=== block 1 ===
block_1/layer_met1.png
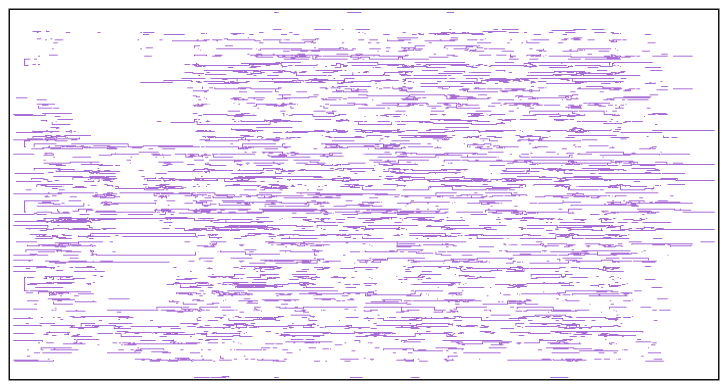
block_1/placement.png
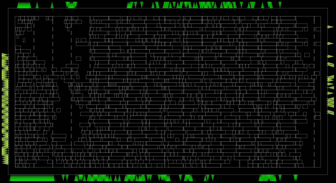
block_1/layer_met2.png
Cells faint in the background.
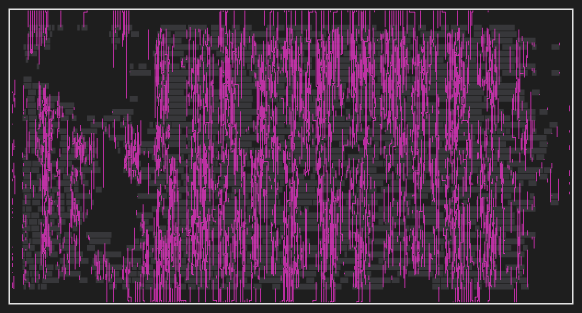
===== src/rtl/inst_mem_responder.sv =====
// inst_mem_responder
// Memory-side responder for the core instruction fetch port. Accepts fetch
// requests, reads 64-bit aligned words from the instruction memory port (one
// access outstanding at most) and returns them in order through a response
// FIFO that honours the core's busy backpressure.
//
// Optional feature macro: MIST1032ISA_INST_RESP_PAGEFAULT_EN
//   defined   : requests with a non-zero MMU mode at or above P_PAGE_LIMIT are
//               answered directly with a page-fault response (no memory access)
//   undefined : no fault check, every request goes to memory, fault bit is 0

module inst_mem_responder #(
    parameter int unsigned P_DEPTH      = 4,
    parameter logic [31:0] P_PAGE_LIMIT = 32'h0010_0000
) (
    input  logic        iCLOCK,
    input  logic        iRESET_SYNC,
    input  logic        iFLUSH,
    input  logic        iINST_REQ,
    output logic        oINST_LOCK,
    input  logic [1:0]  iINST_MMUMOD,
    input  logic [31:0] iINST_PDT,
    input  logic [31:0] iINST_ADDR,
    output logic        oINST_VALID,
    input  logic        iINST_BUSY,
    output logic        oINST_PAGEFAULT,
    output logic        oINST_QUEUE_FLUSH,
    output logic [63:0] oINST_DATA,
    output logic [27:0] oINST_MMU_FLAGS,
    output logic        oMEM_REQ,
    input  logic        iMEM_LOCK,
    output logic [31:0] oMEM_ADDR,
    input  logic        iMEM_VALID,
    input  logic [63:0] iMEM_DATA
);

    localparam int unsigned LP_AW = (P_DEPTH > 1) ? $clog2(P_DEPTH) : 1;
    localparam int unsigned LP_CW = LP_AW + 1;

    localparam logic [1:0] L_IDLE     = 2'd0;
    localparam logic [1:0] L_MEM_REQ  = 2'd1;
    localparam logic [1:0] L_MEM_WAIT = 2'd2;
    localparam logic [1:0] L_DISCARD  = 2'd3;

    // Flag word returned to the core alongside each response
    function automatic logic [27:0] f_inst_flags(input logic fault, input logic [1:0] mmumod);
        return {24'h00_0000, 1'b0, fault, mmumod};
    endfunction

    // ------------------------------------------------------------------
    // Declarations
    // ------------------------------------------------------------------
    logic [1:0]       state_q, state_d;
    logic [28:0]      addr_q, addr_d;
    logic [1:0]       mmumod_q, mmumod_d;
    logic             flush_q;

    logic [63:0]      data_mem_q   [P_DEPTH];
    logic             fault_mem_q  [P_DEPTH];
    logic [1:0]       mmumod_mem_q [P_DEPTH];
    logic [LP_AW-1:0] wr_ptr_q, wr_ptr_d;
    logic [LP_AW-1:0] rd_ptr_q, rd_ptr_d;
    logic [LP_CW-1:0] count_q, count_d;

    logic             empty_s;
    logic             full_s;
    logic             lock_s;
    logic             accept_s;
    logic             fault_s;
    logic             fault_push_s;
    logic             mem_push_s;
    logic             push_s;
    logic             pop_s;
    logic [63:0]      push_data_s;
    logic [1:0]       push_mmumod_s;
    logic             unused_s;

    // ------------------------------------------------------------------
    // Request acceptance and fault decision
    // ------------------------------------------------------------------
    assign empty_s  = (count_q == {LP_CW{1'b0}});
    assign full_s   = (count_q == LP_CW'(P_DEPTH));
    assign lock_s   = (state_q != L_IDLE) | full_s;
    assign accept_s = iINST_REQ & ~lock_s & ~iFLUSH;

`ifdef MIST1032ISA_INST_RESP_PAGEFAULT_EN
    assign fault_s  = (iINST_MMUMOD != 2'b00) && (iINST_ADDR >= P_PAGE_LIMIT);
    assign unused_s = ^{iINST_PDT};
`else
    assign fault_s  = 1'b0;
    assign unused_s = ^{iINST_PDT, P_PAGE_LIMIT, iINST_ADDR[2:0]};
`endif

    // A fault is answered straight from IDLE; a memory word is pushed only
    // while the access is live (flush turns it into a discarded access).
    assign fault_push_s  = accept_s & fault_s;
    assign mem_push_s    = (state_q == L_MEM_WAIT) & iMEM_VALID & ~iFLUSH;
    assign push_s        = fault_push_s | mem_push_s;
    assign pop_s         = ~empty_s & ~iINST_BUSY & ~iFLUSH;
    assign push_data_s   = fault_push_s ? 64'h0 : iMEM_DATA;
    assign push_mmumod_s = fault_push_s ? iINST_MMUMOD : mmumod_q;

    // ------------------------------------------------------------------
    // Access FSM
    // ------------------------------------------------------------------
    // Next-state logic; flush wins over every other event
    always_comb begin
        state_d = state_q;
        case (state_q)
            L_IDLE: begin
                if (accept_s && !fault_s) begin
                    state_d = L_MEM_REQ;
                end else begin
                    state_d = L_IDLE;
                end
            end
            L_MEM_REQ: begin
                if (iFLUSH) begin
                    state_d = L_IDLE;
                end else if (!iMEM_LOCK) begin
                    state_d = L_MEM_WAIT;
                end else begin
                    state_d = L_MEM_REQ;
                end
            end
            L_MEM_WAIT: begin
                // If the data returns in the flush cycle itself it is already
                // dropped, so there is nothing left to wait for in DISCARD.
                if (iFLUSH) begin
                    state_d = iMEM_VALID ? L_IDLE : L_DISCARD;
                end else if (iMEM_VALID) begin
                    state_d = L_IDLE;
                end else begin
                    state_d = L_MEM_WAIT;
                end
            end
            L_DISCARD: begin
                if (iMEM_VALID) begin
                    state_d = L_IDLE;
                end else begin
                    state_d = L_DISCARD;
                end
            end
            default: begin
                state_d = L_IDLE;
            end
        endcase
    end

    // State register
    always_ff @(posedge iCLOCK) begin
        if (iRESET_SYNC) begin
            state_q <= L_IDLE;
        end else begin
            state_q <= state_d;
        end
    end

    // Hold the captured request unless a new one is accepted
    always_comb begin
        if (accept_s) begin
            addr_d   = iINST_ADDR[31:3];
            mmumod_d = iINST_MMUMOD;
        end else begin
            addr_d   = addr_q;
            mmumod_d = mmumod_q;
        end
    end

    // Captured request registers and the one-cycle flush notification
    always_ff @(posedge iCLOCK) begin
        if (iRESET_SYNC) begin
            addr_q   <= 29'h0;
            mmumod_q <= 2'b00;
            flush_q  <= 1'b0;
        end else begin
            addr_q   <= addr_d;
            mmumod_q <= mmumod_d;
            flush_q  <= iFLUSH;
        end
    end

    // ------------------------------------------------------------------
    // Response FIFO
    // ------------------------------------------------------------------
    // Pointer and occupancy update; flush empties the queue outright
    always_comb begin
        wr_ptr_d = wr_ptr_q;
        rd_ptr_d = rd_ptr_q;
        count_d  = count_q;
        if (iFLUSH) begin
            wr_ptr_d = {LP_AW{1'b0}};
            rd_ptr_d = {LP_AW{1'b0}};
            count_d  = {LP_CW{1'b0}};
        end else begin
            if (push_s) begin
                wr_ptr_d = wr_ptr_q + LP_AW'(1);
            end else begin
                wr_ptr_d = wr_ptr_q;
            end
            if (pop_s) begin
                rd_ptr_d = rd_ptr_q + LP_AW'(1);
            end else begin
                rd_ptr_d = rd_ptr_q;
            end
            case ({push_s, pop_s})
                2'b10:   count_d = count_q + LP_CW'(1);
                2'b01:   count_d = count_q - LP_CW'(1);
                default: count_d = count_q;
            endcase
        end
    end

    // FIFO pointers, occupancy and entry storage
    always_ff @(posedge iCLOCK) begin
        if (iRESET_SYNC) begin
            wr_ptr_q <= {LP_AW{1'b0}};
            rd_ptr_q <= {LP_AW{1'b0}};
            count_q  <= {LP_CW{1'b0}};
            for (int i = 0; i < int'(P_DEPTH); i++) begin
                data_mem_q[i]   <= 64'h0;
                fault_mem_q[i]  <= 1'b0;
                mmumod_mem_q[i] <= 2'b00;
            end
        end else begin
            wr_ptr_q <= wr_ptr_d;
            rd_ptr_q <= rd_ptr_d;
            count_q  <= count_d;
            if (push_s) begin
                data_mem_q[wr_ptr_q]   <= push_data_s;
                fault_mem_q[wr_ptr_q]  <= fault_push_s;
                mmumod_mem_q[wr_ptr_q] <= push_mmumod_s;
            end
        end
    end

    // ------------------------------------------------------------------
    // Outputs
    // ------------------------------------------------------------------
    // The head entry is only presented while the queue holds something, so
    // the data/flag outputs read zero whenever no response is offered.
    assign oINST_LOCK        = lock_s;
    assign oINST_VALID       = ~empty_s;
    assign oINST_DATA        = empty_s ? 64'h0 : data_mem_q[rd_ptr_q];
    assign oINST_PAGEFAULT   = empty_s ? 1'b0  : fault_mem_q[rd_ptr_q];
    assign oINST_MMU_FLAGS   = empty_s ? 28'h0 :
                               f_inst_flags(fault_mem_q[rd_ptr_q], mmumod_mem_q[rd_ptr_q]);
    assign oINST_QUEUE_FLUSH = flush_q;
    assign oMEM_REQ          = (state_q == L_MEM_REQ);
    assign oMEM_ADDR         = {addr_q, 3'b000};

endmodule


===== config.mk =====
export PLATFORM = sky130hd
export DESIGN_NAME = inst_mem_responder
export DESIGN_NICKNAME = d
export VERILOG_FILES = /design/src/rtl/inst_mem_responder.sv
export SDC_FILE = /design/constraint.sdc
export NUM_CORES = 1
export LEC_CHECK = 0
export CAP_MARGIN = 20
export CORE_ASPECT_RATIO = 0.5
export CORE_MARGIN = 5
export CORE_UTILIZATION = 55
export DETAILED_ROUTE_END_ITERATION = 7
export GPL_ROUTABILITY_DRIVEN = 0
export GPL_TIMING_DRIVEN = 0
export PLACE_DENSITY = 0.84
export SYNTH_ARGS = -nofsm -noshare
export SYNTH_HDL_FRONTEND = slang
export SYNTH_SLANG_ARGS = --single-unit

===== constraint.sdc =====
create_clock -name iCLOCK -period 5.2 [get_ports iCLOCK]
set_clock_uncertainty 0.05 [all_clocks]
set_input_delay 1.04 -clock iCLOCK [delete_from_list [all_inputs] [get_ports iCLOCK]]
set_output_delay 1.04 -clock iCLOCK [all_outputs]
set_load 0.005 [all_outputs]

==> job_summary.md <==
## PnR job results

| Metric | Value |
|---|---|
| Worst setup path end | oINST_DATA[28] |
| Ys async rst share | 0% |
| Most frequent logic cells in the routed design | 330 x and2_1, 264 x edfxtp_1, 200 x clkdlybuf4s50_1 |
| Dpl ws | 1110 ps |
| Total GRT Usage | 21.5% |
| Most common cell in the netlist | and2_1 |
| Status | finished clean |
| Clock Power | 2.09 mW |
| Regs by FF count | data_mem_q x256, addr_q x29, mmumod_mem_q x8 |
| Minimum clock period | 3970 ps |
| P per Cell Area | 293 nW/um2 |
| Buffers plus inverters on the worst setup path | 4 |
| Highest clock rate | 252 MHz |
| Adder and majority gate portion of the synthesized area | 0.232% |
| Initial antenna violation count | 1 |
| Latest clock arrival within the worst-skew pair | 540 ps |
| Commonest flop | edfxtp_1 |
About block_1/layer_met1.png:
share of all routed wire: 39%
nets with wire on the layer: 1238
longest straight run: 47.8 um
main direction: horizontal

About block_1/placement.png:
FFs & Latches: 307
Core ar.: 25200 um2
Filler Cell Count: 1630
Layout Cells excl Fill: 1575
tap cell count: 344

About block_1/layer_met2.png:
share of all routed wire: 52%
wire length on this layer: 16500 um
nets with wire on the layer: 1172
main direction: vertical

[layout make-up]
| cell class | count | area (um2) |
|---|---|---|
| well taps | 344 | 430 |
| clock inverters | 17 | 206 |
| plain buffers | 92 | 591 |
| fillers | 1630 | 7560 |
| inverters | 7 | 28.8 |
| clock buffers | 33 | 698 |
| multi-input cells | 570 | 4780 |
| flip-flops and latches | 307 | 8790 |
| diodes | 1 | 2.50 |
| repair buffers | 204 | 2100 |

=== block 2 ===
block_2/layer_met2.png
Cells faint in the background.
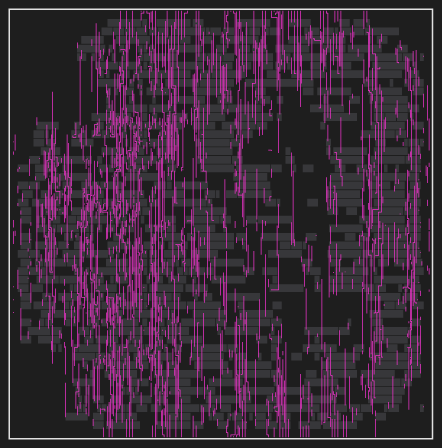
<file path="config.mk">
export PLATFORM = sky130hd
export DESIGN_NAME = inst_fetch_queue
export DESIGN_NICKNAME = d
export VERILOG_FILES = /design/src/rtl/inst_fetch_queue.sv
export SDC_FILE = /design/constraint.sdc
export NUM_CORES = 1
export LEC_CHECK = 0
export CAP_MARGIN = 20
export CORE_AREA = 2 2 132 134
export CTS_BUF_LIST = sky130_fd_sc_hd__clkbuf_2
export DETAILED_ROUTE_END_ITERATION = 16
export DIE_AREA = 0 0 134 136
export GPL_ROUTABILITY_DRIVEN = 0
export PLACE_DENSITY = 0.79
export SETUP_SLACK_MARGIN = 0.15
export SYNTH_ARGS = -nofsm -noshare
export SYNTH_HDL_FRONTEND = slang
export SYNTH_SLANG_ARGS = --single-unit
</file>
<file path="constraint.sdc">
create_clock -name CLK -period 6.45 [get_ports CLK]
set_input_delay 1.29 -clock CLK [delete_from_list [all_inputs] [get_ports CLK]]
set_output_delay 1.29 -clock CLK [all_outputs]
set_load 0.02 [all_outputs]
</file>
<file path="src/rtl/inst_fetch_queue.sv">
// Instruction fetcher with a 2-entry {pc, inst} queue; one memory request in flight, acked word visible the cycle after ack.
// New requests issue only while the queue has room for the reply (count<=1); decode stalls simply hold the head.
module inst_fetch_queue #(
  parameter logic [31:0] RESET_PC = 32'h0000_0000
) (
  input  logic        CLK,
  input  logic        RST,
  output logic        IMEM_REQ,
  output logic [31:0] IMEM_ADDR,
  input  logic        IMEM_ACK,
  input  logic [31:0] IMEM_RDATA,
  input  logic        REDIRECT,
  input  logic [31:0] REDIRECT_PC,
  output logic        INST_VALID,
  output logic [31:0] INST,
  output logic [31:0] INST_PC,
  input  logic        INST_READY
);

  typedef enum logic [1:0] {
    ST_IDLE = 2'd0,
    ST_WAIT = 2'd1,
    ST_DROP = 2'd2
  } state_t;

  state_t      state, state_nxt;
  logic [31:0] pc, pc_nxt;
  logic [31:0] req_addr;
  logic [1:0]  count;
  logic        wr_ptr, rd_ptr;
  logic [31:0] fifo_pc   [2];
  logic [31:0] fifo_inst [2];
  logic        issue, push, pop;
  logic        unused_bits;

  assign unused_bits = ^REDIRECT_PC[1:0];

  always_comb begin
    state_nxt = state;
    issue     = 1'b0;
    case (state)
      ST_IDLE: begin
        if (count <= 2'd1 && !REDIRECT) begin
          state_nxt = ST_WAIT;
          issue     = 1'b1;
        end
      end
      ST_WAIT: begin
        if (IMEM_ACK)      state_nxt = ST_IDLE;
        else if (REDIRECT) state_nxt = ST_DROP;
      end
      ST_DROP: begin
        if (IMEM_ACK) state_nxt = ST_IDLE;
      end
      default: state_nxt = ST_IDLE;
    endcase
  end

  // A redirect kills both the returning word and any decode handshake in the same cycle.
  assign push = (state == ST_WAIT) && IMEM_ACK && !REDIRECT;
  assign pop  = INST_VALID && INST_READY && !REDIRECT;

  always_comb begin
    pc_nxt = pc;
    if (REDIRECT)  pc_nxt = {REDIRECT_PC[31:2], 2'b00};
    else if (push) pc_nxt = pc + 32'd4;
  end

  always_ff @(posedge CLK) begin
    if (RST) begin
      state    <= ST_IDLE;
      pc       <= RESET_PC;
      req_addr <= RESET_PC;
      count    <= 2'd0;
      wr_ptr   <= 1'b0;
      rd_ptr   <= 1'b0;
    end else begin
      state <= state_nxt;
      pc    <= pc_nxt;
      if (issue) req_addr <= pc;
      if (REDIRECT) begin
        count  <= 2'd0;
        wr_ptr <= 1'b0;
        rd_ptr <= 1'b0;
      end else begin
        if (push) wr_ptr <= ~wr_ptr;
        if (pop)  rd_ptr <= ~rd_ptr;
        case ({push, pop})
          2'b10:   count <= count + 2'd1;
          2'b01:   count <= count - 2'd1;
          default: count <= count;
        endcase
      end
    end
  end

  // Storage needs no reset: entries are only visible while count covers them.
  always_ff @(posedge CLK) begin
    if (push && !RST) begin
      fifo_pc[wr_ptr]   <= pc;
      fifo_inst[wr_ptr] <= IMEM_RDATA;
    end
  end

  assign IMEM_REQ   = (state != ST_IDLE);
  assign IMEM_ADDR  = req_addr;
  assign INST_VALID = (count != 2'd0);
  assign INST       = INST_VALID ? fifo_inst[rd_ptr] : 32'd0;
  assign INST_PC    = INST_VALID ? fifo_pc[rd_ptr]   : 32'd0;

endmodule

</file>
==> job_summary.md <==
## PnR job results

| Metric | Value |
|---|---|
| Sequential cell area share | 51.3% |
| Worst path max stage delay | 1090 ps |
| Synth top area share | 47.3% |
| Largest logic family | simple AND/OR/NAND/NOR gates |
| Multiplexer area fraction after synthesis | 8.03% |
| R2R depth | 4 |
| Sequential Power | 1.37 mW |
| Non-CTS inverters | 8 |
| WL/cell | 16.5 um |
| CTS Hold Buffers Added | 0 |
| Hold Fails Final Rpt | 0 |
| Overall Power | 2.15 mW |
| Slew @ Worst Pin | 1120 ps |
| Tap cell count | 225 |
| Top reg by flops | fifo_inst |
| Htree depth | 4 |
| Hold Crit Start | IMEM_ADDR[9]$_SDFFE_PP0P_ |
| Area growth syn-to-layout | 25.5% |
| Worst path arrival time | 2940 ps |
| ANT cells | 0 |
| Crit-path cells | mux2i_1 -> nor2_1 -> clkdlybuf4s50_1 |
| Sw frac | 23.6% |
| Most frequent logic cells in the routed design | 159 x clkdlybuf4s50_1, 124 x edfxtp_1, 90 x nor2_1 |
| Part of the power in registers | 63.7% |
| Simple share | 15.5% |
| Drt drc | 0 |
| Critical Path Fanout Max | 62 |
| Unrepaired setup endpoints after global routing | no |
| TritonCTS Buffers | 17 |
| Chip Area | 18200 um2 |
| Max-slew violation count | 0 |
| Worst setup path end | INST[30] |
| Lkg Pwr | 3.16 nW |
| CTS sink cnt | 191 |
| Syn Inst Count | 666 |
| Status | finished clean |
| Most frequently placed logic cell in the final layout | clkdlybuf4s50_1 |
| Top cells by count | 124 x edfxtp_1, 90 x nor2_1, 80 x nand2_1 |
| Fin crit share | 65.5% |
| Clock power frac | 27.8% |
| Crit path depth | 3 |
| FP Rows | 48 |
| ClkCell Share | 2.48% |
| Non-Clock Buffer Count | 166 |
| Final non-clock buffer share | 16.6% |
| Slowest CP cell | dfxtp_4 |
| Clk buf depth | 2 |
| Combinational Power Share | 8.5% |
| Final Cell Area | 9880 um2 |
| XOR Share, Synth | 1.56% |
| Die Wd | 134 um |
| Hold Crit Class | flop to flop |
| Top delay family on crit path | flip-flops |
About block_2/layer_met2.png:
nets with wire on the layer: 708
wire length on this layer: 8090 um
share of all routed wire: 47%

==> tightest hold or removal path: stages, from the launching register on <==
cell     delay, ps
dfxtp_1        360
nand2_1         50
a21oi_1         50
==> routing by layer <==
layer  wire length, um  track usage [%]  part of all wire [%]  vias to the layer above
met4               331             7.39                   1.9                        0
met5                 0                0                     0                        -
li1                  -                -                     -                     2712
met2              8090             29.2                    47                      214
met3              1170             4.51                   6.8                       21
met1              7690             25.9                    45                     2645
==> stage by stage <==
stage	setup slack (ps)	hold slack, ps
after floorplan	-87.9	469
after global placement	2640	443
after detailed placement	2610	450
after CTS	2090	473
after global routing	2010	499
final	2220	472

=== block 3 ===
**src/rtl/fp16_pack.sv**
```systemverilog
// fp16_pack: packs an unpacked sqrt-core result into IEEE-754 binary16.
// Round-to-nearest-even, subnormal denormalization, overflow and special encoding.
module fp16_pack (
    input  logic        clk,
    input  logic        rst_n,
    input  logic        enable,
    input  logic        r_valid,
    input  logic        sign_in,
    input  logic [6:0]  exp_in,
    input  logic [13:0] mant_in,
    input  logic        is_num_in,
    input  logic        is_nan_in,
    input  logic        is_pinf_in,
    input  logic        is_ninf_in,
    output logic        p_valid,
    output logic [15:0] result,
    output logic        inexact,
    output logic        overflow,
    output logic        underflow
);

    typedef enum logic [2:0] {
        CLS_ZERO,
        CLS_NUM,
        CLS_OVF,
        CLS_NAN,
        CLS_PINF,
        CLS_NINF
    } cls_t;

    // Input capture register: gives the N+2 sample-to-output latency.
    logic        s0_valid;
    logic        s0_sign;
    logic [6:0]  s0_exp;
    logic [13:0] s0_mant;
    logic        s0_num;
    logic        s0_nan;
    logic        s0_pinf;
    logic        s0_ninf;

    always_ff @(posedge clk or negedge rst_n) begin
        if (!rst_n) begin
            s0_valid <= 1'b0;
            s0_sign  <= 1'b0;
            s0_exp   <= '0;
            s0_mant  <= '0;
            s0_num   <= 1'b0;
            s0_nan   <= 1'b0;
            s0_pinf  <= 1'b0;
            s0_ninf  <= 1'b0;
        end else if (!enable) begin
            s0_valid <= 1'b0;
        end else begin
            s0_valid <= r_valid;
            if (r_valid) begin
                s0_sign <= sign_in;
                s0_exp  <= exp_in;
                s0_mant <= mant_in;
                s0_num  <= is_num_in;
                s0_nan  <= is_nan_in;
                s0_pinf <= is_pinf_in;
                s0_ninf <= is_ninf_in;
            end
        end
    end

    // Stage 1: alignment
    logic signed [7:0] biased;
    logic signed [7:0] sh_full;
    logic [3:0]        sh;
    logic [13:0]       kept;
    logic [13:0]       lost_mask;
    cls_t              a_cls;
    logic [4:0]        a_efield;
    logic [9:0]        a_frac;
    logic              a_g;
    logic              a_s;
    logic              a_tiny;

    always_comb begin
        a_cls     = CLS_ZERO;
        a_efield  = '0;
        a_frac    = '0;
        a_g       = 1'b0;
        a_s       = 1'b0;
        a_tiny    = 1'b0;
        biased    = {s0_exp[6], s0_exp} + 8'sd15;
        sh_full   = 8'sd1 - biased;
        sh        = (sh_full > 8'sd15) ? 4'd15 : sh_full[3:0];
        kept      = s0_mant >> sh;
        lost_mask = ~(14'h3FFF << sh);
        if (s0_nan) begin
            a_cls = CLS_NAN;
        end else if (s0_pinf) begin
            a_cls = CLS_PINF;
        end else if (s0_ninf) begin
            a_cls = CLS_NINF;
        end else if (s0_num && (s0_mant != '0)) begin
            if (biased >= 8'sd31) begin
                a_cls = CLS_OVF;
            end else if (biased >= 8'sd1) begin
                a_cls    = CLS_NUM;
                a_efield = biased[4:0];
                a_frac   = s0_mant[12:3];
                a_g      = s0_mant[2];
                a_s      = |s0_mant[1:0];
            end else begin
                // Shifted-out bits fold into sticky so rounding stays exact.
                a_cls  = CLS_NUM;
                a_tiny = 1'b1;
                a_frac = kept[12:3];
                a_g    = kept[2];
                a_s    = (|kept[1:0]) | (|(s0_mant & lost_mask));
            end
        end
    end

    logic       s1_valid;
    logic       s1_sign;
    cls_t       s1_cls;
    logic [4:0] s1_efield;
    logic [9:0] s1_frac;
    logic       s1_g;
    logic       s1_s;
    logic       s1_tiny;

    always_ff @(posedge clk or negedge rst_n) begin
        if (!rst_n) begin
            s1_valid  <= 1'b0;
            s1_sign   <= 1'b0;
            s1_cls    <= CLS_ZERO;
            s1_efield <= '0;
            s1_frac   <= '0;
            s1_g      <= 1'b0;
            s1_s      <= 1'b0;
            s1_tiny   <= 1'b0;
        end else if (!enable) begin
            s1_valid <= 1'b0;
        end else begin
            s1_valid <= s0_valid;
            if (s0_valid) begin
                s1_sign   <= s0_sign;
                s1_cls    <= a_cls;
                s1_efield <= a_efield;
                s1_frac   <= a_frac;
                s1_g      <= a_g;
                s1_s      <= a_s;
                s1_tiny   <= a_tiny;
            end
        end
    end

    // Stage 2: round and pack; the exponent carry handles renormalization
    logic        rnd;
    logic [14:0] mag;
    logic [15:0] r_word;
    logic        r_ix;
    logic        r_ov;
    logic        r_uf;

    assign rnd = s1_g & (s1_s | s1_frac[0]);
    assign mag = {s1_efield, s1_frac} + {14'd0, rnd};

    always_comb begin
        r_word = {s1_sign, 15'd0};
        r_ix   = 1'b0;
        r_ov   = 1'b0;
        r_uf   = 1'b0;
        unique case (s1_cls)
            CLS_NUM: begin
                r_word = {s1_sign, mag};
                r_ix   = s1_g | s1_s;
                r_ov   = (mag == 15'h7C00);
                r_uf   = s1_tiny & (s1_g | s1_s);
            end
            CLS_OVF: begin
                r_word = {s1_sign, 15'h7C00};
                r_ix   = 1'b1;
                r_ov   = 1'b1;
            end
            CLS_NAN:  r_word = 16'h7E00;
            CLS_PINF: r_word = 16'h7C00;
            CLS_NINF: r_word = 16'hFC00;
            default:  r_word = {s1_sign, 15'd0};
        endcase
    end

    always_ff @(posedge clk or negedge rst_n) begin
        if (!rst_n) begin
            p_valid   <= 1'b0;
            result    <= '0;
            inexact   <= 1'b0;
            overflow  <= 1'b0;
            underflow <= 1'b0;
        end else if (!enable) begin
            p_valid   <= 1'b0;
            result    <= '0;
            inexact   <= 1'b0;
            overflow  <= 1'b0;
            underflow <= 1'b0;
        end else begin
            p_valid <= s1_valid;
            if (s1_valid) begin
                result    <= r_word;
                inexact   <= r_ix;
                overflow  <= r_ov;
                underflow <= r_uf;
            end
        end
    end

endmodule

```
**config.mk**
```make
export PLATFORM = sky130hd
export DESIGN_NAME = fp16_pack
export DESIGN_NICKNAME = d
export VERILOG_FILES = /design/src/rtl/fp16_pack.sv
export SDC_FILE = /design/constraint.sdc
export NUM_CORES = 1
export LEC_CHECK = 0
export ABC_CLOCK_PERIOD_IN_PS = 3700
export CAP_MARGIN = 10
export CORE_ASPECT_RATIO = 1.1
export CORE_MARGIN = 4
export CORE_UTILIZATION = 52
export DETAILED_ROUTE_END_ITERATION = 16
export GPL_TIMING_DRIVEN = 0
export PLACE_DENSITY = 0.78
export SETUP_SLACK_MARGIN = 0.1
export SLEW_MARGIN = 20
export SYNTH_ARGS = -nofsm -noshare
export SYNTH_HDL_FRONTEND = slang
export SYNTH_SLANG_ARGS = --single-unit
```
**constraint.sdc**
```tcl
create_clock -name clk -period 3.7 [get_ports clk]
set_clock_uncertainty 0.1 [all_clocks]
set_input_delay 0.925 -clock clk [delete_from_list [all_inputs] [get_ports clk]]
set_output_delay 0.925 -clock clk [all_outputs]
set_load 0.03 [all_outputs]
```
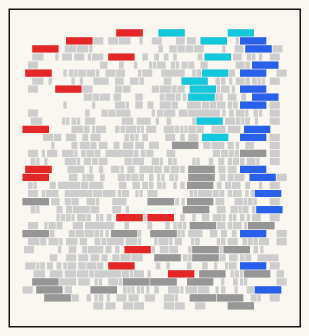
block_3/flops_by_reg.png
Other sequential cells in the stronger grey, the rest of the logic in the fainter grey.
| colour | name in the netlist | sequential cells |
|---|---|---|
| cyan | s1_frac | 10 |
| blue | result | 16 |
| red | s0_mant | 14 |
not coloured: 30

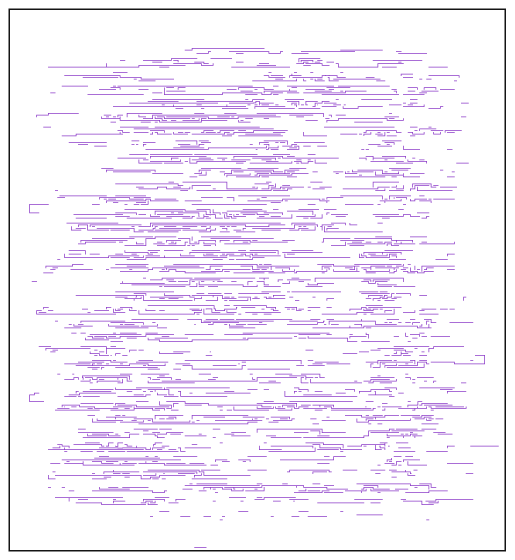
block_3/layer_met1.png
nets with wire on the layer: 568
share of all routed wire: 42%

==> job_summary.md <==
## PnR job results

| Metric | Value |
|---|---|
| Log Warnings | 26 |
| Critical Path Fanout Max | 10 |
| Avg Cell Area, Syn | 8.85 um2 |
| Met2 usage | 44.5% |
| WL/cell | 18.5 um |
| Top cells by count | 70 x dfrtp_1, 67 x nand2_1, 47 x o21ai_0 |
| Synth area leader | dfrtp_1 |
| Synth top area share | 37.8% |
| GRT Max-Usage Layer | met2 |
| Worst path arrival time | 3570 ps |
| Combinational Power Share | 40.4% |
| WHS Endpoint | s1_tiny$_DFFE_PN0P_ |
| Register Area | 1750 um2 |
| Hold depth | 2 |
| # setup viols final | 0 |
| Latest clock arrival within the worst-skew pair | 350 ps |
| Routed vias/inst | 6.09 |
| Most frequently placed logic cell in the final layout | dfrtp_1 |
| Number of DRC markers in iteration 0 | 254 |
| Post-synth net total | 558 |
| CTS Hold Buffers Added | 0 |
| GR met3 Demand/Resource | 3.38% |
| Fin crit share | 93.3% |
| Vias | 4306 |
| CTS tree | done |
| Initial Utilization | 54.3% |
| Hold Crit Start | s1_tiny$_DFFE_PN0P_ |
| Minimum clock period | 3450 ps |
| Sw frac | 40.2% |
| Met1 wire length | 5460 um |
| Startpoint types | flop |
| Placed inst area | 5290 um2 |
| Die height | 107 um |
| Global-route wire length before repair | 21400 um |
| P per Cell Area | 461 nW/um2 |
| Area growth syn-to-layout | 21.2% |
| Combinational power | 1.05 mW |
| R2R depth | 15 |
| FFs & Latches | 70 |
| Worst Setup Path Type | flop to flop |
| DP Wirelength | 9580 um |
| Hold Crit Class | flop to flop |
| Post-CTS setup repair buffer count | 2 |
| Comb area | 2690 um2 |
| Status | finished clean |
| CTS clk-pin slew, worst paths | 80 ps |
| Slowest CP cell | o32a_1 |
| Ys async rst share | 100% |
| DR WL met3 | 815 um |
-- cell families (layout without fill, tap and decap cells) --
group	after synthesis	count (layout)	share of synthesized area, %
flops	70	70	37.8
simple gates	169	169	17.5
mux	32	32	7.66
xor+xnor	22	22	4.32
fa+ha+maj	4	4	1.08
compound gates	167	167	26.2
buf+inv	60	132	5.48
-- stage by stage --
step	TNS [ps]	util, %	std cells
4_1_cts	0	65.1	704
3_3_place_gp	-54570	61.7	684
3_5_place_dp	-7500	61.9	685
2_1_floorplan	0	-	524
5_1_grt	0	65.8	707
6_report	0	65.8	707

=== block 4 ===
--- config.mk ---
export PLATFORM = sky130hd
export DESIGN_NAME = power_mode_manager
export DESIGN_NICKNAME = d
export VERILOG_FILES = /design/src/rtl/power_mode_manager.sv
export SDC_FILE = /design/constraint.sdc
export NUM_CORES = 1
export LEC_CHECK = 0
export ABC_AREA = 1
export CORE_UTILIZATION = 45
export CTS_CLUSTER_DIAMETER = 30
export CTS_CLUSTER_SIZE = 40
export DETAILED_ROUTE_END_ITERATION = 12
export PLACE_DENSITY = 0.74
export SLEW_MARGIN = 5
export SYNTH_ARGS = -nofsm -noshare
export SYNTH_HDL_FRONTEND = slang
export SYNTH_SLANG_ARGS = --single-unit
--- constraint.sdc ---
create_clock -name clk -period 3.2 [get_ports clk]
set_input_delay 0.48 -clock clk [delete_from_list [all_inputs] [get_ports clk]]
set_output_delay 0.48 -clock clk [all_outputs]
set_load 0.05 [all_outputs]
--- src/rtl/power_mode_manager.sv ---
// Autonomous power-mode sequencer: steps NORMAL -> LOW -> SLEEP -> DEEP on idle
// intervals and returns to NORMAL through a timed WAKE settle phase.
module power_mode_manager #(
  parameter int CNT_W       = 16,
  parameter int LOW_IDLE    = 256,
  parameter int SLEEP_IDLE  = 4096,
  parameter int DEEP_IDLE   = 16384,
  parameter int WAKE_CYCLES = 8
) (
  input  logic       clk,
  input  logic       rst,
  input  logic       temp_active,
  input  logic       hum_active,
  input  logic       motion_active,
  input  logic       tx_active,
  input  logic       wake_evt,
  input  logic [1:0] cfg_max_depth,
  input  logic       cfg_force_en,
  input  logic [1:0] cfg_force_mode,
  output logic [1:0] power_mode,
  output logic       mode_change,
  output logic       wake_irq,
  output logic       wake_busy
);

  typedef enum logic [2:0] {
    S_NORMAL,
    S_LOW,
    S_SLEEP,
    S_DEEP,
    S_WAKE
  } state_t;

  localparam logic [CNT_W-1:0] LOW_LAST   = CNT_W'(LOW_IDLE - 1);
  localparam logic [CNT_W-1:0] SLEEP_LAST = CNT_W'(SLEEP_IDLE - 1);
  localparam logic [CNT_W-1:0] DEEP_LAST  = CNT_W'(DEEP_IDLE - 1);
  localparam logic [CNT_W-1:0] WAKE_LAST  = CNT_W'(WAKE_CYCLES - 1);

  state_t           state, state_n;
  logic [CNT_W-1:0] idle_cnt, idle_cnt_n;
  logic [CNT_W-1:0] wake_cnt, wake_cnt_n;
  logic [1:0]       mode_n;
  logic             any_act;

  function automatic logic [CNT_W-1:0] sat_inc(input logic [CNT_W-1:0] v);
    return (&v) ? v : v + CNT_W'(1);
  endfunction

  function automatic state_t mode_to_state(input logic [1:0] m);
    state_t s;
    case (m)
      2'd0:    s = S_NORMAL;
      2'd1:    s = S_LOW;
      2'd2:    s = S_SLEEP;
      default: s = S_DEEP;
    endcase
    return s;
  endfunction

  // WAKE presents as NORMAL on the output
  function automatic logic [1:0] state_to_mode(input state_t s);
    logic [1:0] m;
    case (s)
      S_LOW:   m = 2'd1;
      S_SLEEP: m = 2'd2;
      S_DEEP:  m = 2'd3;
      default: m = 2'd0;
    endcase
    return m;
  endfunction

  assign any_act = temp_active | hum_active | motion_active | tx_active;

  always_comb begin
    state_n = state;
    if (cfg_force_en) begin
      state_n = mode_to_state(cfg_force_mode);
    end else begin
      // Branch order encodes priority: depth cap, then exits, then idle step.
      case (state)
        S_NORMAL: begin
          if (!any_act && idle_cnt == LOW_LAST && cfg_max_depth > 2'd0)
            state_n = S_LOW;
        end
        S_LOW: begin
          if (cfg_max_depth < 2'd1 || any_act || wake_evt)
            state_n = S_NORMAL;
          else if (idle_cnt == SLEEP_LAST && cfg_max_depth > 2'd1)
            state_n = S_SLEEP;
        end
        S_SLEEP: begin
          if (cfg_max_depth < 2'd2 || any_act || wake_evt)
            state_n = S_WAKE;
          else if (idle_cnt == DEEP_LAST && cfg_max_depth > 2'd2)
            state_n = S_DEEP;
        end
        S_DEEP: begin
          // temp/hum sensors are clock-gated in DEEP, so they cannot wake it
          if (cfg_max_depth < 2'd3 || wake_evt || motion_active || tx_active)
            state_n = S_WAKE;
        end
        S_WAKE: begin
          if (wake_cnt == WAKE_LAST)
            state_n = S_NORMAL;
        end
        default: state_n = S_NORMAL;
      endcase
    end

    if (cfg_force_en || any_act || state_n != state)
      idle_cnt_n = '0;
    else
      idle_cnt_n = sat_inc(idle_cnt);

    if (cfg_force_en || state != S_WAKE)
      wake_cnt_n = '0;
    else
      wake_cnt_n = sat_inc(wake_cnt);

    mode_n = state_to_mode(state_n);
  end

  always_ff @(posedge clk or posedge rst) begin
    if (rst) begin
      state       <= S_NORMAL;
      idle_cnt    <= '0;
      wake_cnt    <= '0;
      power_mode  <= 2'd0;
      mode_change <= 1'b0;
      wake_irq    <= 1'b0;
      wake_busy   <= 1'b0;
    end else begin
      state       <= state_n;
      idle_cnt    <= idle_cnt_n;
      wake_cnt    <= wake_cnt_n;
      power_mode  <= mode_n;
      mode_change <= (mode_n != power_mode);
      wake_irq    <= (state_n == S_WAKE) && (state != S_WAKE);
      wake_busy   <= (state_n == S_WAKE);
    end
  end

endmodule

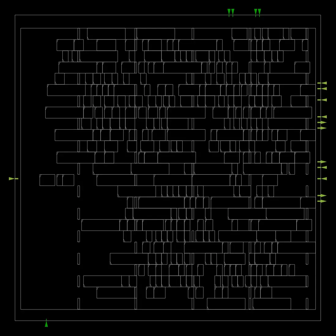
block_4/placement.png
FFs & Latches: 40
FP Rows: 25
Layout Cells excl Fill: 404
Filler Cell Count: 452

==> job_summary.md <==
## PnR job results

| Metric | Value |
|---|---|
| Comb area | 1120 um2 |
| Log Warnings | 26 |
| Routability Congestion | 0.831 |
| Clk buf depth | 2 |
| Sw frac | 24.3% |
| Commonest flop | dfrtp_1 |
| ANT cells | 0 |
| Routed vias/inst | 4.91 |
| Vias in the first global route | 1787 |
| GRT Max-Usage Layer | met2 |
| Worst slew margin | 66.7% |
| Drt drc | 0 |
| Minimum clock period | 2280 ps |
| Top cells by count | 68 x nand2_1, 52 x nor2_1, 46 x inv_1 |
| Htree depth | 2 |
| Overflow after GRT | 0 |
| Combinational Power Share | 9.1% |
| Root Buffer | clkbuf_8 |
| Clock power frac | 40.4% |
| Initial Utilization | 48.0% |
| Status | finished clean |
| Port Buffers | 16 |
| Die Wd | 73.9 um |
| Non-CTS inverters | 46 |
| Worst Setup Path Type | flop to flop |
| Number of max-cap violations | 0 |
-- stage by stage --
step | setup slack (ps) | power [mW] | cells | area (um2) | hold WS [ps]
3_5_place_dp | 926 | 0.625 | 396 | 2560 | 504
5_1_grt | 679 | 1.07 | 404 | 2670 | 545
2_1_floorplan | 1430 | 0.589 | 314 | 2330 | 463
6_report | 924 | 1.03 | 404 | 2670 | 518
3_3_place_gp | 923 | 0.624 | 396 | 2560 | 492
4_1_cts | 903 | 1.04 | 404 | 2670 | 516
-- logic make-up after synthesis --
logic type / Yosys count
simple gates: 184
xor+xnor: 10
flops: 40
fa+ha+maj: 2
compound gates: 29
buf+inv: 49

=== block 5 ===
**config.mk**
```make
export PLATFORM = sky130hd
export DESIGN_NAME = score_display_ctrl
export DESIGN_NICKNAME = d
export VERILOG_FILES = /design/src/rtl/score_pkg.sv /design/src/rtl/score_display_ctrl_bin2bcd.sv /design/src/rtl/score_display_ctrl.sv
export SDC_FILE = /design/constraint.sdc
export NUM_CORES = 1
export LEC_CHECK = 0
export ABC_AREA = 1
export CAP_MARGIN = 10
export CORE_UTILIZATION = 52
export CTS_BUF_LIST = sky130_fd_sc_hd__clkbuf_16
export DETAILED_ROUTE_END_ITERATION = 10
export PLACE_DENSITY = 0.85
export SLEW_MARGIN = 20
export SYNTH_ARGS = -nofsm -noshare
export SYNTH_HDL_FRONTEND = slang
export SYNTH_HIERARCHICAL = 1
export SYNTH_SLANG_ARGS = --single-unit
```
**constraint.sdc**
```tcl
create_clock -name clk -period 2.1 [get_ports clk]
set_clock_uncertainty 0.05 [all_clocks]
set_input_delay 0.315 -clock clk [delete_from_list [all_inputs] [get_ports clk]]
set_output_delay 0.315 -clock clk [all_outputs]
set_load 0.02 [all_outputs]
```
**src/rtl/score_pkg.sv**
```systemverilog
// Shared types and constants for the score display controller and its BCD converter.
package score_pkg;

    localparam int SCORE_W           = 8;
    localparam int BCD_W             = 8;
    localparam int DEFAULT_MAX_SCORE = 99;

    typedef enum logic [1:0] {
        S_IDLE = 2'd0,
        S_PLAY = 2'd1,
        S_OVER = 2'd2
    } state_t;

    typedef enum logic [1:0] {
        SEQ_IDLE  = 2'd0,
        SEQ_SCORE = 2'd1,
        SEQ_HI    = 2'd2
    } seq_t;

    function automatic logic [SCORE_W-1:0] satInc(
        input logic [SCORE_W-1:0] value,
        input logic [SCORE_W-1:0] ceiling
    );
        return (value >= ceiling) ? ceiling : value + 8'd1;
    endfunction

endpackage

```
**src/rtl/score_display_ctrl_bin2bcd.sv**
```systemverilog
// Repeated-subtraction binary-to-BCD converter for values 0..99.
// A go pulse loads the value, each following cycle removes one ten, and done pulses with the digits.
module bin2bcd_seq
    import score_pkg::*;
(
    input  logic               clk,
    input  logic               rst_n,
    input  logic               go,
    input  logic [SCORE_W-1:0] bin,
    output logic               done,
    output logic [BCD_W-1:0]   bcd
);

    logic               r_active;
    logic [SCORE_W-1:0] r_rem;
    logic [3:0]         r_tens;
    logic               r_done;
    logic [BCD_W-1:0]   r_bcd;

    always_ff @(posedge clk or negedge rst_n) begin
        if (!rst_n) begin
            r_active <= 1'b0;
            r_rem    <= '0;
            r_tens   <= '0;
            r_done   <= 1'b0;
            r_bcd    <= '0;
        end else begin
            r_done <= 1'b0;
            if (go) begin
                r_active <= 1'b1;
                r_rem    <= bin;
                r_tens   <= '0;
            end else if (r_active) begin
                if (r_rem >= 8'd10) begin
                    r_rem  <= r_rem - 8'd10;
                    r_tens <= r_tens + 4'd1;
                end else begin
                    // Remainder below ten is the ones digit; finish this cycle.
                    r_active <= 1'b0;
                    r_done   <= 1'b1;
                    r_bcd    <= {r_tens, r_rem[3:0]};
                end
            end
        end
    end

    assign done = r_done;
    assign bcd  = r_bcd;

endmodule

```
**src/rtl/score_display_ctrl.sv**
```systemverilog
// Game-side score/hi-score owner: game FSM, two-pass BCD conversion sequencer and hi-score blink gate.
// Digit outputs change only once both values of a pass have been converted, so they always agree.
module score_display_ctrl
    import score_pkg::*;
#(
    parameter int MAX_SCORE  = DEFAULT_MAX_SCORE,
    parameter int BLINK_BITS = 24
) (
    input  logic               clk,
    input  logic               rst_n,
    input  logic               start,
    input  logic               point,
    input  logic               game_over,
    output logic [SCORE_W-1:0] score,
    output logic [SCORE_W-1:0] hiscore,
    output logic [BCD_W-1:0]   dig_score,
    output logic [BCD_W-1:0]   dig_hi,
    output logic               busy,
    output logic               new_hi,
    output logic               blank_hi
);

    localparam logic [SCORE_W-1:0]    MAX_S   = SCORE_W'(MAX_SCORE);
    localparam logic [BLINK_BITS-1:0] CNT_ONE = BLINK_BITS'(1);

    state_t                r_state;
    logic [SCORE_W-1:0]    r_score;
    logic [SCORE_W-1:0]    r_hiscore;
    logic                  r_newHi;
    logic                  r_dirty;
    seq_t                  r_seq;
    logic [SCORE_W-1:0]    r_hiLatch;
    logic [BCD_W-1:0]      r_bcdScore;
    logic [BCD_W-1:0]      r_digScore;
    logic [BCD_W-1:0]      r_digHi;
    logic                  r_busy;
    logic [BLINK_BITS-1:0] r_cnt;

    logic               w_startOk;
    logic               w_pointOk;
    logic               w_overOk;
    logic               w_event;
    logic [SCORE_W-1:0] w_nextScore;
    logic               w_record;
    logic               w_launch;
    logic               w_convGo;
    logic [SCORE_W-1:0] w_convBin;
    logic               w_convDone;
    logic [BCD_W-1:0]   w_convBcd;

    assign w_startOk = start && (r_state != S_PLAY);
    assign w_pointOk = point && (r_state == S_PLAY);
    assign w_overOk  = game_over && (r_state == S_PLAY);
    assign w_event   = w_startOk || w_pointOk || w_overOk;

    // A point arriving with game_over is counted before the record compare.
    assign w_nextScore = w_pointOk ? satInc(r_score, MAX_S) : r_score;
    assign w_record    = w_overOk && (w_nextScore > r_hiscore);

    always_ff @(posedge clk or negedge rst_n) begin
        if (!rst_n) begin
            r_state   <= S_IDLE;
            r_score   <= '0;
            r_hiscore <= '0;
            r_newHi   <= 1'b0;
        end else begin
            case (r_state)
                S_IDLE, S_OVER: begin
                    if (start) begin
                        r_state <= S_PLAY;
                        r_score <= '0;
                        r_newHi <= 1'b0;
                    end
                end
                S_PLAY: begin
                    r_score <= w_nextScore;
                    if (game_over) begin
                        r_state <= S_OVER;
                        if (w_record) begin
                            r_hiscore <= w_nextScore;
                            r_newHi   <= 1'b1;
                        end
                    end
                end
                default: r_state <= S_IDLE;
            endcase
        end
    end

    // Score is fed straight into the converter at launch; hiscore is held until the second pass.
    assign w_launch  = (r_seq == SEQ_IDLE) && r_dirty;
    assign w_convGo  = w_launch || ((r_seq == SEQ_SCORE) && w_convDone);
    assign w_convBin = w_launch ? r_score : r_hiLatch;

    bin2bcd_seq u_bin2bcd (
        .clk   (clk),
        .rst_n (rst_n),
        .go    (w_convGo),
        .bin   (w_convBin),
        .done  (w_convDone),
        .bcd   (w_convBcd)
    );

    always_ff @(posedge clk or negedge rst_n) begin
        if (!rst_n) begin
            r_dirty    <= 1'b0;
            r_seq      <= SEQ_IDLE;
            r_hiLatch  <= '0;
            r_bcdScore <= '0;
            r_digScore <= '0;
            r_digHi    <= '0;
            r_busy     <= 1'b0;
        end else begin
            case (r_seq)
                SEQ_IDLE: begin
                    if (r_dirty) begin
                        r_seq     <= SEQ_SCORE;
                        r_busy    <= 1'b1;
                        r_hiLatch <= r_hiscore;
                    end
                end
                SEQ_SCORE: begin
                    if (w_convDone) begin
                        r_bcdScore <= w_convBcd;
                        r_seq      <= SEQ_HI;
                    end
                end
                SEQ_HI: begin
                    if (w_convDone) begin
                        r_digScore <= r_bcdScore;
                        r_digHi    <= w_convBcd;
                        r_busy     <= 1'b0;
                        r_seq      <= SEQ_IDLE;
                    end
                end
                default: r_seq <= SEQ_IDLE;
            endcase
            // A new event in the launch cycle must survive so it triggers another pass.
            if (w_event) begin
                r_dirty <= 1'b1;
            end else if (w_launch) begin
                r_dirty <= 1'b0;
            end
        end
    end

    always_ff @(posedge clk or negedge rst_n) begin
        if (!rst_n) begin
            r_cnt <= '0;
        end else begin
            r_cnt <= r_cnt + CNT_ONE;
        end
    end

    assign score     = r_score;
    assign hiscore   = r_hiscore;
    assign dig_score = r_digScore;
    assign dig_hi    = r_digHi;
    assign busy      = r_busy;
    assign new_hi    = r_newHi;
    assign blank_hi  = r_newHi && r_cnt[BLINK_BITS-1] && (r_state == S_OVER);

endmodule

```
==> job_summary.md <==
## PnR job results

| Metric | Value |
|---|---|
| Status | finished, violations left |
| Failing checks | setup timing |
| Total GRT Usage | 24.7% |
| Combinational power | 2.56 mW |
| Simple share | 28.1% |
| # setup viols final | 9 |
| Fin crit share | 108% |
| XOR Share, Synth | 3.52% |
| Final worst slack | -175 ps |
| Drt drc | 0 |
| Leading power group | registers |
| Core ar. | 9240 um2 |
| Synth top area share | 51.2% |
| Most frequently placed logic cell in the final layout | nand2_1 |
| Slew @ Worst Pin | 448 ps |
| Minimum clock period | 2270 ps |
| Most frequent logic cells in the routed design | 207 x nand2_1, 98 x dfrtp_1, 59 x inv_1 |
| WL met2 | 5870 um |
| Crit path DRT | 2330 ps |
| Final setup TNS | -1290 ps |
| Max-slew violation count | 0 |
| Initial antenna violation count | 0 |
| Area growth syn-to-layout | 27.1% |
| ANT cells | 0 |
| Worst setup EP type | flop |
| FF+latch count, synth | 101 |
| Most common cell in the netlist | nand2_1 |
| Clk buf depth | 2 |
| Worst setup path end | hiscore[5]$_DFFE_PN0P_ |
| Wirelength, routed | 11500 um |
| Log Warnings | 29 |
| Comb area | 2350 um2 |
| Ranking of synthesized cells by area | dfrtp_1 51%, nand2_1 17%, o21ai_0 4.9% |
| Adder and majority gate portion of the synthesized area | 3.04% |
| Layout Cells excl Fill | 808 |
| Final #Nets | 692 |
| Met1 usage | 29.9% |
| Top cells by count | 218 x nand2_1, 101 x dfrtp_1, 60 x inv_1 |
| Global-route wire length before repair | 19300 um |
| Multiplexer area fraction after synthesis | 0% |
| Buffers plus inverters on the worst setup path | 2 |
| Die height | 99.5 um |
| Maximum vdd ir drop | 0.627 mV |
| Highest clock rate | 440 MHz |
| Top delay family on crit path | simple AND/OR/NAND/NOR gates |
| WL/cell | 14.2 um |
| Ys async rst share | 100% |
-- area by class of cell --
type	count	share of cell area [%]
clock inverter	6	1.02
clock buffer	9	3.58
timing repair buffer	75	10.9
multi-input combinational	420	37.5
tap	129	2.57
inverter	68	4.14
sequential	101	40.3
-- cell families after synthesis --
family / after synthesis
buffers and inverters: 78
AND/OR/NAND/NOR: 318
XOR/XNOR: 19
AND-OR/OR-AND: 70
adder cells (fa/ha/maj): 12
flip-flops: 101
-- per-stage QoR --
step	hold slack (ps)	area (um2)
after floorplan	-30.6	4980
after global placement	234	5690
after detailed placement	240	5690
after CTS	421	6160
after global routing	439	6280
final	416	6280
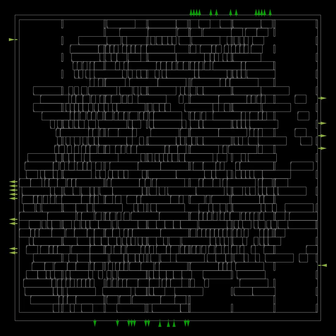
block_5/placement.png
tap cell count: 129
sequential cell area share: 40.3%
share of the core filled with cells: 68.0%

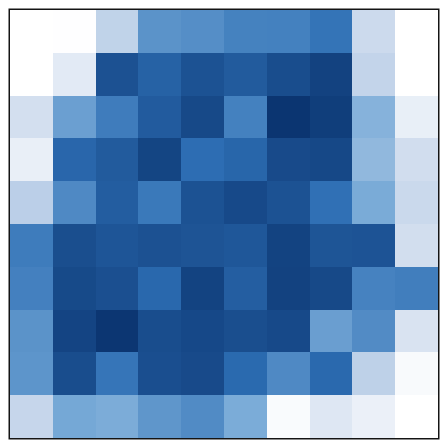
block_5/cell_density.png
The die is cut into 10 by 10 equal tiles; white is low, dark blue is high, 0 to 100% covered.
fullest tile: 98%
mean over tiles: 62%
densest ninth of the die: centre

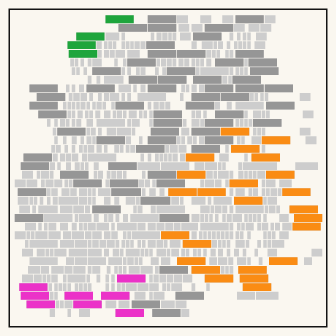
block_5/flops_by_reg.png
Other sequential cells in the stronger grey, the rest of the logic in the fainter grey.
| colour | name in the netlist | sequential cells |
|---|---|---|
| magenta | hiscore | 8 |
| orange | r_cnt | 24 |
| green | u_bin2bcd/r_tens | 4 |
not coloured: 65



==> notes/layouts.md <==
Pictures saved along the way, in no particular order.

Metal 2.
Cells faint in the background.
panel A
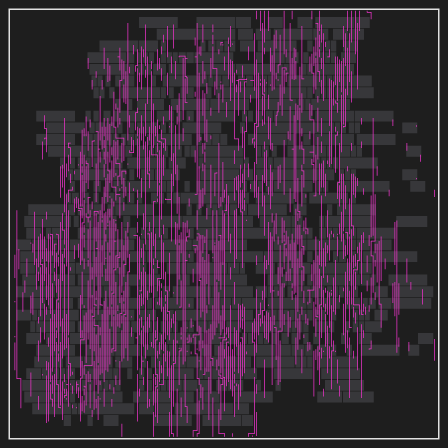
panel B
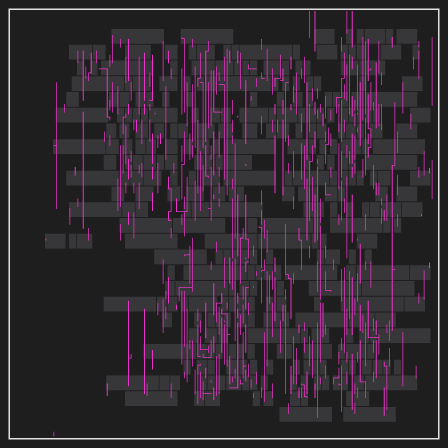
panel C
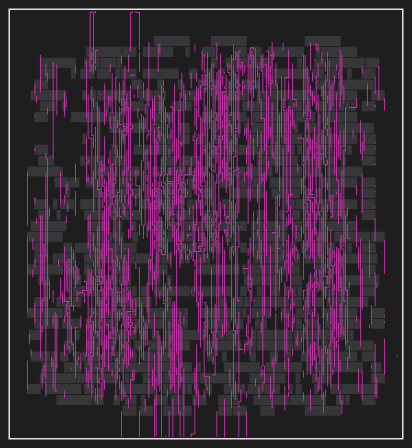
panel C: block 3
panel A: block 5
panel B: block 4

Power and IR drop assume default switching activity.
